# ---- coin_collect_ctrl ----
File: config.mk
export PLATFORM = sky130hd
export DESIGN_NAME = coin_collect_ctrl
export DESIGN_NICKNAME = d
export VERILOG_FILES = /design/src/rtl/coin_collect_ctrl.sv
export SDC_FILE = /design/constraint.sdc
export NUM_CORES = 1
export LEC_CHECK = 0
export CAP_MARGIN = 20
export CORE_MARGIN = 10
export CORE_UTILIZATION = 42
export CTS_CLUSTER_DIAMETER = 80
export DETAILED_ROUTE_END_ITERATION = 10
export GPL_ROUTABILITY_DRIVEN = 0
export PLACE_DENSITY = 0.78
export SLEW_MARGIN = 20
export SYNTH_ARGS = -nofsm -noshare
export SYNTH_HDL_FRONTEND = slang
export SYNTH_SLANG_ARGS = --single-unit
File: constraint.sdc
create_clock -name Clk -period 4.02 [get_ports Clk]
set_input_delay 0.804 -clock Clk [delete_from_list [all_inputs] [get_ports Clk]]
set_output_delay 0.804 -clock Clk [all_outputs]
set_load 0.03 [all_outputs]
File: src/rtl/coin_collect_ctrl.sv
`default_nettype none
// ============================================================================
//  Module      : coin_collect_ctrl
//  Description : Per-frame coin collection scheduler. On each frame strobe it
//                snapshots the player position in world coordinates (screen x
//                plus scroll offset) and scans the coin slots one per clock.
//                Each live coin that overlaps the player is killed and adds
//                one to a saturating BCD score.
//  Ports       : Clk, Reset          - clock, synchronous active-high reset
//                frame_clk           - frame strobe, rising edge starts a scan
//                level_restart       - revive all coins, abort scan, keep score
//                process             - horizontal scroll offset
//                player_x, player_y  - player screen position
//                coin_x_bus/_y_bus   - packed coin positions, 10 bits per slot
//                coin_alive          - per-slot collectable flags
//                coins_left          - number of live coins
//                score_bcd           - collected-coin total, BCD
//                collect_pulse       - one cycle at end of a scan with hits
//                frame_done          - one cycle at end of every scan
//                busy                - scan in progress
//  Revision    : 1.0 - initial release
// ============================================================================
module coin_collect_ctrl #(
   parameter int NUM_COINS    = 4,
   parameter int COIN_W       = 16,
   parameter int COIN_H       = 28,
   parameter int PLAYER_W     = 16,
   parameter int PLAYER_H     = 32,
   parameter int SCORE_DIGITS = 4
) (
   input  logic                      Clk,
   input  logic                      Reset,
   input  logic                      frame_clk,
   input  logic                      level_restart,
   input  logic [9:0]                process,
   input  logic [9:0]                player_x,
   input  logic [9:0]                player_y,
   input  logic [10*NUM_COINS-1:0]   coin_x_bus,
   input  logic [10*NUM_COINS-1:0]   coin_y_bus,
   output logic [NUM_COINS-1:0]      coin_alive,
   output logic [4:0]                coins_left,
   output logic [4*SCORE_DIGITS-1:0] score_bcd,
   output logic                      collect_pulse,
   output logic                      frame_done,
   output logic                      busy
);

   localparam int IDX_W = (NUM_COINS > 1) ? $clog2(NUM_COINS) : 1;

   localparam logic [1:0] ST_IDLE = 2'd0;
   localparam logic [1:0] ST_SNAP = 2'd1;
   localparam logic [1:0] ST_SCAN = 2'd2;
   localparam logic [1:0] ST_DONE = 2'd3;

   // Box extents widened to 12 bits: world x can reach 2046 and adding a box
   // width must not wrap.
   localparam logic [11:0] COIN_W12   = 12'(COIN_W);
   localparam logic [11:0] COIN_H12   = 12'(COIN_H);
   localparam logic [11:0] PLAYER_W12 = 12'(PLAYER_W);
   localparam logic [11:0] PLAYER_H12 = 12'(PLAYER_H);
   localparam logic [IDX_W-1:0] LAST_IDX = IDX_W'(NUM_COINS - 1);

   logic [1:0]       state;
   logic [1:0]       state_next;
   logic             fc_d;
   logic             fc_rise;
   logic [IDX_W-1:0] idx;
   logic [10:0]      px_w;
   logic [9:0]       py;
   logic             hit_any;

   logic [9:0]       cx;
   logic [9:0]       cy;
   logic             hit;

   logic [4*SCORE_DIGITS-1:0] score_inc;
   logic [SCORE_DIGITS:0]     carry;

   // ------------------------------------------------------------------------
   // Frame strobe edge detect (registered, one cycle of latency)
   // ------------------------------------------------------------------------
   always_ff @(posedge Clk) begin
      if (Reset) begin
         fc_d    <= 1'b0;
         fc_rise <= 1'b0;
      end else begin
         fc_d    <= frame_clk;
         fc_rise <= frame_clk & ~fc_d;
      end
   end

   // ------------------------------------------------------------------------
   // FSM: state register
   // ------------------------------------------------------------------------
   always_ff @(posedge Clk) begin
      if (Reset) begin
         state <= ST_IDLE;
      end else begin
         state <= state_next;
      end
   end

   // ------------------------------------------------------------------------
   // FSM: next state. Restart aborts any scan; strobes outside IDLE are lost.
   // ------------------------------------------------------------------------
   always_comb begin
      state_next = state;
      if (level_restart) begin
         state_next = ST_IDLE;
      end else begin
         case (state)
            ST_IDLE: if (fc_rise) state_next = ST_SNAP;
            ST_SNAP: state_next = ST_SCAN;
            ST_SCAN: if (idx == LAST_IDX) state_next = ST_DONE;
            ST_DONE: state_next = ST_IDLE;
            default: state_next = ST_IDLE;
         endcase
      end
   end

   // ------------------------------------------------------------------------
   // FSM: outputs
   // ------------------------------------------------------------------------
   always_comb begin
      frame_done    = (state == ST_DONE);
      collect_pulse = (state == ST_DONE) & hit_any;
      busy          = (state != ST_IDLE);
   end

   // ------------------------------------------------------------------------
   // Overlap test for the slot currently addressed (strict: touching edges
   // do not count)
   // ------------------------------------------------------------------------
   always_comb begin
      cx  = coin_x_bus[10*idx +: 10];
      cy  = coin_y_bus[10*idx +: 10];
      hit = (state == ST_SCAN) & coin_alive[idx]
          & ({1'b0, px_w} < ({2'b00, cx} + COIN_W12))
          & ({2'b00, cx}  < ({1'b0, px_w} + PLAYER_W12))
          & ({2'b00, py}  < ({2'b00, cy} + COIN_H12))
          & ({2'b00, cy}  < ({2'b00, py} + PLAYER_H12));
   end

   // ------------------------------------------------------------------------
   // BCD +1 with ripple carry. A carry out of the top digit means the score
   // is all nines, in which case the score is held instead of wrapping.
   // ------------------------------------------------------------------------
   assign carry[0] = 1'b1;

   generate
      for (genvar d = 0; d < SCORE_DIGITS; d++) begin : g_digit
         logic [3:0] digit;
         assign digit       = score_bcd[4*d +: 4];
         assign carry[d+1]  = carry[d] & (digit == 4'd9);
         assign score_inc[4*d +: 4] = !carry[d]          ? digit :
                                      (digit == 4'd9)    ? 4'd0  :
                                                           digit + 4'd1;
      end
   endgenerate

   // ------------------------------------------------------------------------
   // Datapath: snapshot, slot index, alive flags, score
   // ------------------------------------------------------------------------
   always_ff @(posedge Clk) begin
      if (Reset) begin
         coin_alive <= '1;
         score_bcd  <= '0;
         hit_any    <= 1'b0;
         idx        <= '0;
         px_w       <= '0;
         py         <= '0;
      end else if (level_restart) begin
         coin_alive <= '1;
         hit_any    <= 1'b0;
         idx        <= '0;
      end else begin
         if (state == ST_SNAP) begin
            px_w    <= {1'b0, player_x} + {1'b0, process};
            py      <= player_y;
            hit_any <= 1'b0;
            idx     <= '0;
         end else if (state == ST_SCAN) begin
            if (idx != LAST_IDX) begin
               idx <= idx + 1'b1;
            end
         end
         if (hit) begin
            coin_alive[idx] <= 1'b0;
            hit_any         <= 1'b1;
            if (!carry[SCORE_DIGITS]) begin
               score_bcd <= score_inc;
            end
         end
      end
   end

   // ------------------------------------------------------------------------
   // Live coin count
   // ------------------------------------------------------------------------
   always_comb begin
      coins_left = 5'd0;
      for (int i = 0; i < NUM_COINS; i++) begin
         coins_left = coins_left + 5'(coin_alive[i]);
      end
   end

endmodule
`default_nettype wire

# ---- controlador_display ----
==> config.mk <==
export PLATFORM = sky130hd
export DESIGN_NAME = controlador_display
export DESIGN_NICKNAME = d
export VERILOG_FILES = /design/src/rtl/controlador_display_pkg.sv /design/src/rtl/controlador_display_bin_a_bcd.sv /design/src/rtl/controlador_display.sv
export SDC_FILE = /design/constraint.sdc
export NUM_CORES = 1
export LEC_CHECK = 0
export ABC_AREA = 1
export CAP_MARGIN = 20
export CORE_MARGIN = 5
export CORE_UTILIZATION = 28
export DETAILED_ROUTE_END_ITERATION = 8
export PLACE_DENSITY = 0.45
export SYNTH_ARGS = -nofsm -noshare
export SYNTH_HDL_FRONTEND = slang
export SYNTH_SLANG_ARGS = --single-unit
==> constraint.sdc <==
create_clock -name clk -period 2.1 [get_ports clk]
set_clock_uncertainty 0.05 [all_clocks]
set_input_delay 0.315 -clock clk [delete_from_list [all_inputs] [get_ports clk]]
set_output_delay 0.315 -clock clk [all_outputs]
set_load 0.02 [all_outputs]
==> src/rtl/controlador_display_pkg.sv <==
// Shared types and constants for the 3-digit multiplexed display controller.
package pkg_display;

    typedef enum logic [1:0] {
        REPOSO,
        DESPLAZA,
        ACTUALIZA
    } estado_t;

    localparam int NUM_DIGITOS = 3;
    localparam int ANCHO_BIN = 8;
    localparam logic [3:0] DIGITO_INVALIDO = 4'hF;

    // Add-3 correction applied to every BCD nibble of 5 or more before each shift.
    function automatic logic [11:0] ajustar_bcd(input logic [11:0] b);
        logic [11:0] r;
        r = b;
        for (int i = 0; i < NUM_DIGITOS; i++) begin
            if (r[i*4 +: 4] >= 4'd5) begin
                r[i*4 +: 4] = r[i*4 +: 4] + 4'd3;
            end
        end
        return r;
    endfunction

endpackage

==> src/rtl/controlador_display_bin_a_bcd.sv <==
// Sequential binary-to-BCD converter (double dabble), one iteration per clock.
//
// state     | meaning
// ----------|---------------------------------------------------------------
// REPOSO    | idle; accepts inicio and latches the binary operand
// DESPLAZA  | one add-3 + shift iteration per edge, eight in total
// ACTUALIZA | copies the finished scratch into bcd and pulses listo
module bin_a_bcd
    import pkg_display::*;
(
    input  logic                 clk,
    input  logic                 rst_n,
    input  logic                 inicio,
    input  logic [ANCHO_BIN-1:0] bin,
    output logic                 ocupado,
    output logic                 listo,
    output logic [11:0]          bcd
);

    localparam logic [3:0] ULTIMA_ITER = 4'(ANCHO_BIN - 1);

    estado_t              estado;
    logic [3:0]           cuenta;
    logic [ANCHO_BIN-1:0] bin_sr;
    logic [11:0]          scratch;
    logic [11:0]          ajustado;

    assign ajustado = ajustar_bcd(scratch);
    assign ocupado  = (estado != REPOSO);

    always_ff @(posedge clk or negedge rst_n) begin
        if (!rst_n) begin
            estado  <= REPOSO;
            cuenta  <= '0;
            bin_sr  <= '0;
            scratch <= '0;
            bcd     <= '0;
            listo   <= 1'b0;
        end else begin
            listo <= 1'b0;
            case (estado)
                REPOSO: begin
                    if (inicio) begin
                        bin_sr  <= bin;
                        scratch <= '0;
                        cuenta  <= '0;
                        estado  <= DESPLAZA;
                    end
                end
                DESPLAZA: begin
                    {scratch, bin_sr} <= {ajustado, bin_sr} << 1;
                    cuenta            <= cuenta + 4'd1;
                    if (cuenta == ULTIMA_ITER) begin
                        estado <= ACTUALIZA;
                    end
                end
                ACTUALIZA: begin
                    bcd    <= scratch;
                    listo  <= 1'b1;
                    estado <= REPOSO;
                end
                default: estado <= REPOSO;
            endcase
        end
    end

endmodule

==> src/rtl/controlador_display.sv <==
// Converts a loaded 8-bit value to BCD and time-multiplexes the three digits
// onto a shared digit bus with one-hot anode selects.
module controlador_display
    import pkg_display::*;
#(
    parameter int DIV_ESCANEO       = 50000,
    parameter bit ANODO_ACTIVO_BAJO = 1'b1
) (
    input  logic       clk,
    input  logic       rst_n,
    input  logic [7:0] valor,
    input  logic       cargar,
    output logic       ocupado,
    output logic       listo,
    output logic [3:0] digito,
    output logic [2:0] anodos
);

    localparam int ANCHO_PRE = (DIV_ESCANEO > 2) ? $clog2(DIV_ESCANEO) : 1;
    localparam logic [ANCHO_PRE-1:0] PRE_MAX = ANCHO_PRE'(DIV_ESCANEO - 1);

    logic [11:0]          bcd_reg;
    logic                 valido;
    logic                 mostrar;
    logic [ANCHO_PRE-1:0] prescaler;
    logic [1:0]           indice;
    logic                 tick;
    logic [2:0]           una_activa;

    bin_a_bcd u_bin_a_bcd (
        .clk     (clk),
        .rst_n   (rst_n),
        .inicio  (cargar),
        .bin     (valor),
        .ocupado (ocupado),
        .listo   (listo),
        .bcd     (bcd_reg)
    );

    // bcd_reg and listo land on the same edge, so listo covers the first cycle
    // before valido has registered.
    always_ff @(posedge clk or negedge rst_n) begin
        if (!rst_n) begin
            valido <= 1'b0;
        end else if (listo) begin
            valido <= 1'b1;
        end
    end

    assign mostrar = valido | listo;
    assign tick    = (prescaler == PRE_MAX);

    always_ff @(posedge clk or negedge rst_n) begin
        if (!rst_n) begin
            prescaler <= '0;
            indice    <= '0;
        end else if (tick) begin
            prescaler <= '0;
            indice    <= (indice == 2'd2) ? 2'd0 : indice + 2'd1;
        end else begin
            prescaler <= prescaler + 1'b1;
        end
    end

    always_comb begin
        digito = DIGITO_INVALIDO;
        if (mostrar) begin
            case (indice)
                2'd0:    digito = bcd_reg[3:0];
                2'd1:    digito = bcd_reg[7:4];
                default: digito = bcd_reg[11:8];
            endcase
        end
    end

    assign una_activa = 3'b001 << indice;
    assign anodos     = ANODO_ACTIVO_BAJO ? ~una_activa : una_activa;

endmodule
==> coin_collect_ctrl/cell_classes.png <==
Scale bar: 20 µm.
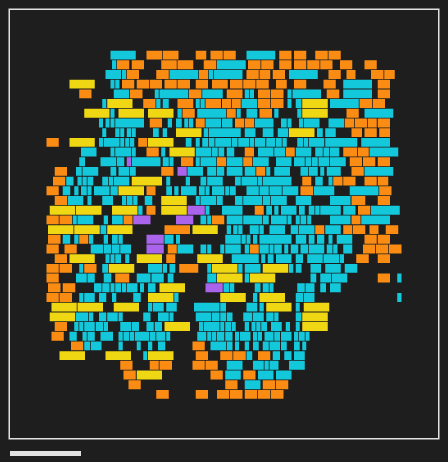
[yellow] flops | cells: 48 | share of their area: 16%
[purple] clock drivers and dummy loads | cells: 8 | share of their area: 1.5%
[cyan] all other logic | cells: 435 | share of their area: 55%
[orange] other buffers and delay cells | cells: 175 | share of their area: 28%

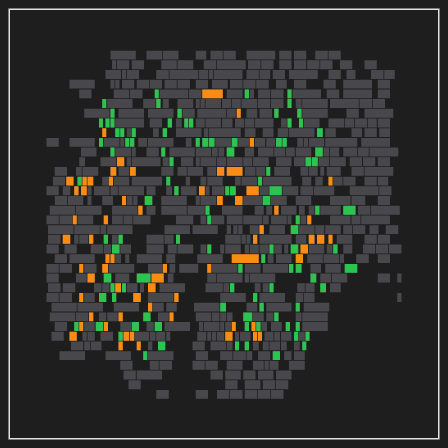
(coin_collect_ctrl/gate_families.png)
[orange] NOR gates | cells: 65
[green] NAND gates | cells: 102

==> qor.json, coin_collect_ctrl <==
{
  "cells_and_area": {
    "design.final.nets": 842,
    "comb-cell-share": 0.5056
  },
  "power": {
    "peakVddDrop_v": 0.0002147,
    "leakage_nw": 2.555
  },
  "grt": {
    "number_of_antenna_violations_at_the_first_check_in_global_routing": 0
  },
  "detailed_routing": {
    "route.vias.total": 4285,
    "routedLengthMet1_um": 5731,
    "drc": 0
  },
  "synth": {
    "synth_stat.cells": 499,
    "proportion_of_synthesized_area_in_mux_cells": 0.1225,
    "synthMostInstantiatedCell": "sky130_fd_sc_hd__nand2_1"
  },
  "die": {
    "placement_rows": 36
  },
  "setup_path": {
    "timing.critical_path.from": "coin_y_bus[4]"
  },
  "final_timing": {
    "fmax_mhz": 254.6
  },
  "cts": {
    "ctsHoldBuffers": 0
  },
  "run_status": {
    "status": "completed"
  }
}
[coin_collect_ctrl: layer usage]
layer	vias to the layer above	GRT usage
met2	120	0.3343
met3	6	0.02813
li1	2093	-
met1	2066	0.2135
met5	-	0
met4	0	0.02640
[coin_collect_ctrl: per-stage QoR]
step                TNS (ps)  setup WS [ps]
floorplan                  0          14.38
global placement       -3697         -328.0
detailed placement     -5771         -431.3
CTS                        0          5.157
global route          -228.9         -47.52
finish                     0          91.70
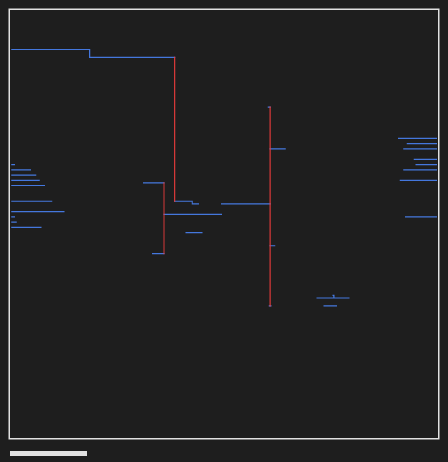
(controlador_display/metal_stack.png)
Scale bar: 20 µm. Two of the layers only.
[red] met4 | wire length: 107 µm
[blue] met3 | wire length: 233 µm

==> qor.json, controlador_display <==
{
  "synth": {
    "post_synth_inst_count": 343,
    "fp_nets": 362,
    "yosys_register_bits": 58
  },
  "detailed_routing": {
    "drc": 0,
    "first_iter_violations": 121
  },
  "setup_path": {
    "crit_path_top_delay_cell": "sky130_fd_sc_hd__clkdlybuf4s50_1",
    "reg2reg_from": "prescaler[0]",
    "rrSetupSlack_ps": 670,
    "arrival_ps": 1650
  },
  "worst_hold_path": {
    "hold_path_cell_cnt": 1
  },
  "run_status": {
    "status": "completed"
  },
  "grt": {
    "grt_use_total": 0.1025,
    "gr-total-overflow": 0
  },
  "power": {
    "leakage_nw": 1.619
  },
  "final_timing": {
    "finalHoldViolations": 0,
    "rsz0062_at_grt": "false"
  },
  "cells_and_area": {
    "areaGrowthSynthToFinish_pct": 20.31,
    "mi_logic_area_mm2": 0.001221
  },
  "cts": {
    "cts_buffers": 9,
    "ctsRootBufferMaster": "sky130_fd_sc_hd__clkbuf_8"
  }
}
## controlador_display: report_power, final
group | internal (W) | leakage, nW | switching, W
clock network | 0.000697 | 0.109 | 0.000452
logic | 0.000503 | 0.778 | 0.000784
registers | 0.00146 | 0.731 | 0.000233
## controlador_display: timing repair
item / in CTS / in global routing
pin swaps: 0 / 0
gates resized: 6 / 1
setup endpoints to repair: 5 / 1
endpoints found under the hold margin: 58 / 0
hold buffers: 1 / 0
## controlador_display: worst max-delay path, delay by kind of cell (launching register included)
kind	cells	cell delay, ps
and+or+nand+nor	1	210
DFF	1	470
buffers and inverters	2	640

==> screenshots <==
Sequential cells grouped by signal name.
Scale bar: 20 µm. Other sequential cells in the stronger grey, the rest of the logic in the fainter grey.
panel A
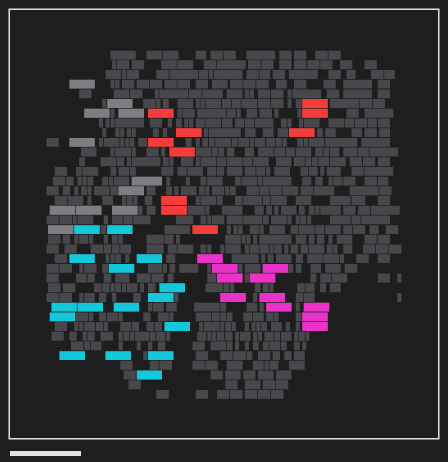
panel B
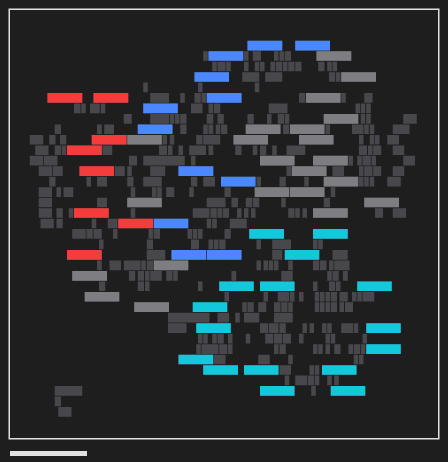
controlador_display -> panel B
coin_collect_ctrl -> panel A
The one with the largest die is panel A.
The one with the most cells is panel A.


# ---- dmem_arbiter ----
==> src/rtl/dmem_arb_pkg.sv <==
// dmem_arb_pkg: shared types and default sizes for the data-memory arbiter
package dmem_arb_pkg;
  typedef enum logic [1:0] {IDLE, CPU, EXT} owner_e;
  localparam int DEF_AW = 16;
  localparam int DEF_DW = 16;
  localparam int DEF_STARVE_LIMIT = 4;
endpackage

==> src/rtl/dmem_arbiter.sv <==
// dmem_arbiter: shares one data memory between the CPU pipeline (priority) and an external port
// Ports: clk/reset (async, active-low); cpu_* pipeline access and stall; ext_* external
// request/grant/done handshake with read data; mem_* single-port synchronous memory.
module dmem_arbiter
  import dmem_arb_pkg::*;
#(
  parameter int STARVE_LIMIT = DEF_STARVE_LIMIT,
  parameter int AW = DEF_AW,
  parameter int DW = DEF_DW
) (
  input  logic          clk,
  input  logic          reset,
  input  logic          cpu_en,
  input  logic          cpu_rw,
  input  logic [AW-1:0] cpu_addr,
  input  logic [DW-1:0] cpu_wdata,
  output logic [DW-1:0] cpu_rdata,
  output logic          cpu_stall,
  input  logic          ext_req,
  input  logic          ext_rw,
  input  logic [AW-1:0] ext_addr,
  input  logic [DW-1:0] ext_wdata,
  output logic          ext_gnt,
  output logic          ext_done,
  output logic [DW-1:0] ext_rdata,
  output logic          mem_en,
  output logic          mem_rw,
  output logic [AW-1:0] mem_addr,
  output logic [DW-1:0] mem_wdata,
  input  logic [DW-1:0] mem_rdata
);
  localparam int SW = $clog2(STARVE_LIMIT + 1);
  localparam logic [SW-1:0] LIMIT = SW'(STARVE_LIMIT);
  owner_e state_q, state_d;
  logic [SW-1:0] starve_q, starve_d;
  logic [DW-1:0] cpu_rdata_q, ext_rdata_q;
  logic ext_win;
  always_ff @(posedge clk or negedge reset) begin
    if (!reset) begin
      state_q     <= IDLE;
      starve_q    <= '0;
      cpu_rdata_q <= '0;
      ext_rdata_q <= '0;
    end else begin
      state_q     <= state_d;
      starve_q    <= starve_d;
      cpu_rdata_q <= cpu_rdata;
      ext_rdata_q <= ext_rdata;
    end
  end
  // Owner this cycle becomes the response state for the next; reset gates every decision.
  always_comb begin
    ext_win  = reset && ext_req && (!cpu_en || starve_q == LIMIT);
    state_d  = ext_win ? EXT : (reset && cpu_en) ? CPU : IDLE;
    starve_d = (!ext_req || ext_win) ? '0 :
               (state_d == CPU && starve_q != LIMIT) ? starve_q + SW'(1) : starve_q;
  end
  always_comb begin
    mem_en    = state_d != IDLE;
    mem_rw    = ext_win ? ext_rw : cpu_rw;
    mem_addr  = ext_win ? ext_addr : cpu_addr;
    mem_wdata = ext_win ? ext_wdata : cpu_wdata;
    ext_gnt   = ext_win;
    cpu_stall = ext_win && cpu_en;
    ext_done  = state_q == EXT;
    cpu_rdata = state_q == CPU ? mem_rdata : cpu_rdata_q;
    ext_rdata = state_q == EXT ? mem_rdata : ext_rdata_q;
  end
endmodule

==> config.mk <==
export PLATFORM = sky130hd
export DESIGN_NAME = dmem_arbiter
export DESIGN_NICKNAME = d
export VERILOG_FILES = /design/src/rtl/dmem_arb_pkg.sv /design/src/rtl/dmem_arbiter.sv
export SDC_FILE = /design/constraint.sdc
export NUM_CORES = 1
export LEC_CHECK = 0
export CORE_AREA = 2 2 95 97
export DETAILED_ROUTE_END_ITERATION = 16
export DIE_AREA = 0 0 97 99
export GPL_ROUTABILITY_DRIVEN = 0
export PLACE_DENSITY = 0.7
export SLEW_MARGIN = 15
export SYNTH_ARGS = -nofsm -noshare
export SYNTH_HDL_FRONTEND = slang
export SYNTH_SLANG_ARGS = --single-unit
==> constraint.sdc <==
create_clock -name clk -period 3 [get_ports clk]
set_clock_uncertainty 0.15 [all_clocks]
set_input_delay 0.9 -clock clk [delete_from_list [all_inputs] [get_ports clk]]
set_output_delay 0.9 -clock clk [all_outputs]
set_load 0.1 [all_outputs]
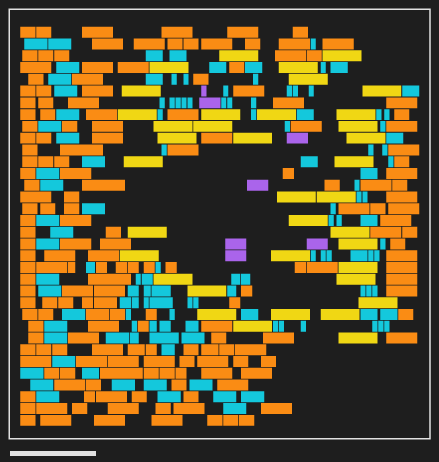
(dmem_arbiter/cell_classes.png)
Scale bar: 20 µm.
[cyan] all other logic | cells: 123 | share of their area: 22%
[orange] other buffers and delay cells | cells: 179 | share of their area: 56%
[yellow] flops | cells: 37 | share of their area: 20%
[purple] clock drivers and dummy loads | cells: 7 | share of their area: 1.9%

==> qor.json <==
{
  "power": {
    "peakVddDrop_v": 0.0002082,
    "p_per_area_mw_per_mm2": 581.3
  },
  "cells_and_area": {
    "final_cell_area_mm2": 0.004747,
    "nFillCells": 682,
    "design.seq.count": 37,
    "n_all_buffers": 179,
    "design.final.nets": 434
  },
  "worst_hold_path": {
    "hold_path_startpoint": "cpu_rdata_q[15]",
    "worst_hold_path_type": "flip-flop to flip-flop"
  },
  "setup_path": {
    "cell_by_cell_listing_of_the_critical_path": "buf_6 > a21boi_4 > nor2_4 > buf_12 > buf_12 > buf_16 > mux2_4 > buf_12",
    "cp_max_fo": 5,
    "timing.critical_path.from": "cpu_en",
    "rrSetupSlack_ps": 1450
  },
  "synth": {
    "synthMostInstantiatedCell": "sky130_fd_sc_hd__nand2_1",
    "top_area_frac": 0.4648,
    "synthXorXnorAreaFrac": 0,
    "yosys_register_bits": 37,
    "yosysWarningCount": 0
  },
  "grt": {
    "gr-total-overflow": 0,
    "pin_count_of_the_biggest_net_entering_global_routing": 42,
    "grt_use_total": 0.1429,
    "number_of_antenna_violations_at_the_first_check_in_global_routing": 0
  },
  "die": {
    "taps": 108,
    "x_dimension_of_the_die_um": 97,
    "design.die.area_mm2": 0.009603,
    "placement_rows": 34
  },
  "final_timing": {
    "final_critical_path_setup_slack_ps": -149.2,
    "maxSlewHeadroom": 0.6646,
    "fmax_mhz": 317.5,
    "final_max_slew_viol_count": 0,
    "setup_viol": 33,
    "rsz0062_at_grt": "true"
  },
  "place": {
    "dpl.hpwl_um": 5324,
    "numPlacedInstances": 433,
    "dpl-instance-area_mm2": 0.004404
  },
  "detailed_routing": {
    "ant_nets": 0
  },
  "run_status": {
    "violations_in_the_final_reports": "negative setup slack",
    "status": "finished, violations left"
  },
  "cts": {
    "ctsHoldBuffers": 0,
    "worstSkewPairLatency_ps": 280
  }
}
-- power by group --
part | switching (W) | internal, W
Combinational | 0.00113 | 0.000685
Clock | 0.000159 | 0.000182
Sequential | 0.0000211 | 0.000583
-- registers in the layout, summed over array words and instances (netlist names) --
signal	cells
starve_q	3
ext_rdata_q	16
state_q	2
cpu_rdata_q	16
-- worst paths after layout --
path,endpoint,cells after the start
worst min register to register,cpu_rdata_q[15],2
worst max-delay path,mem_wdata[1],8
min in group asynchronous,starve_q[1],3
worst min-delay path,cpu_rdata_q[15],2
worst max register to register,state_q[0],8
max in group asynchronous,cpu_rdata_q[15],3


==> notes/layouts.md <==
Pictures saved along the way, in no particular order.

Congestion heat map.
picture 1
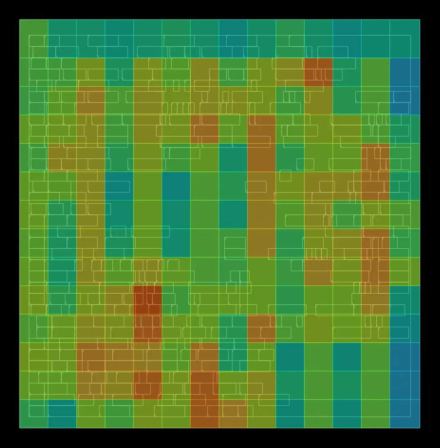
picture 2
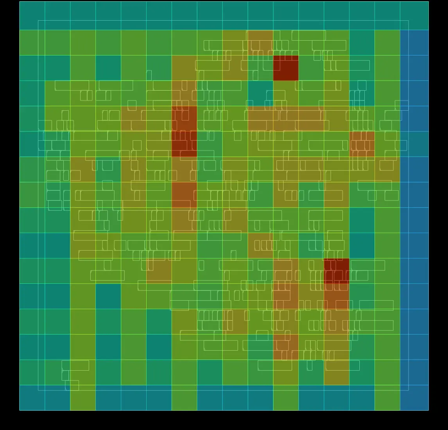
picture 3
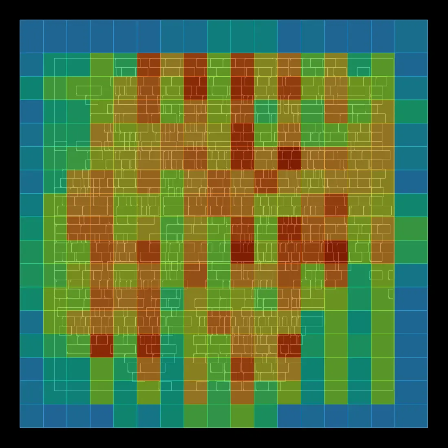
Picture 1 is dmem_arbiter.
Picture 2 is controlador_display.
Picture 3 is coin_collect_ctrl.
Of these, lowest utilization: picture 2
Of these, highest track usage: picture 3

Power is estimated from default activity; no workload was simulated.
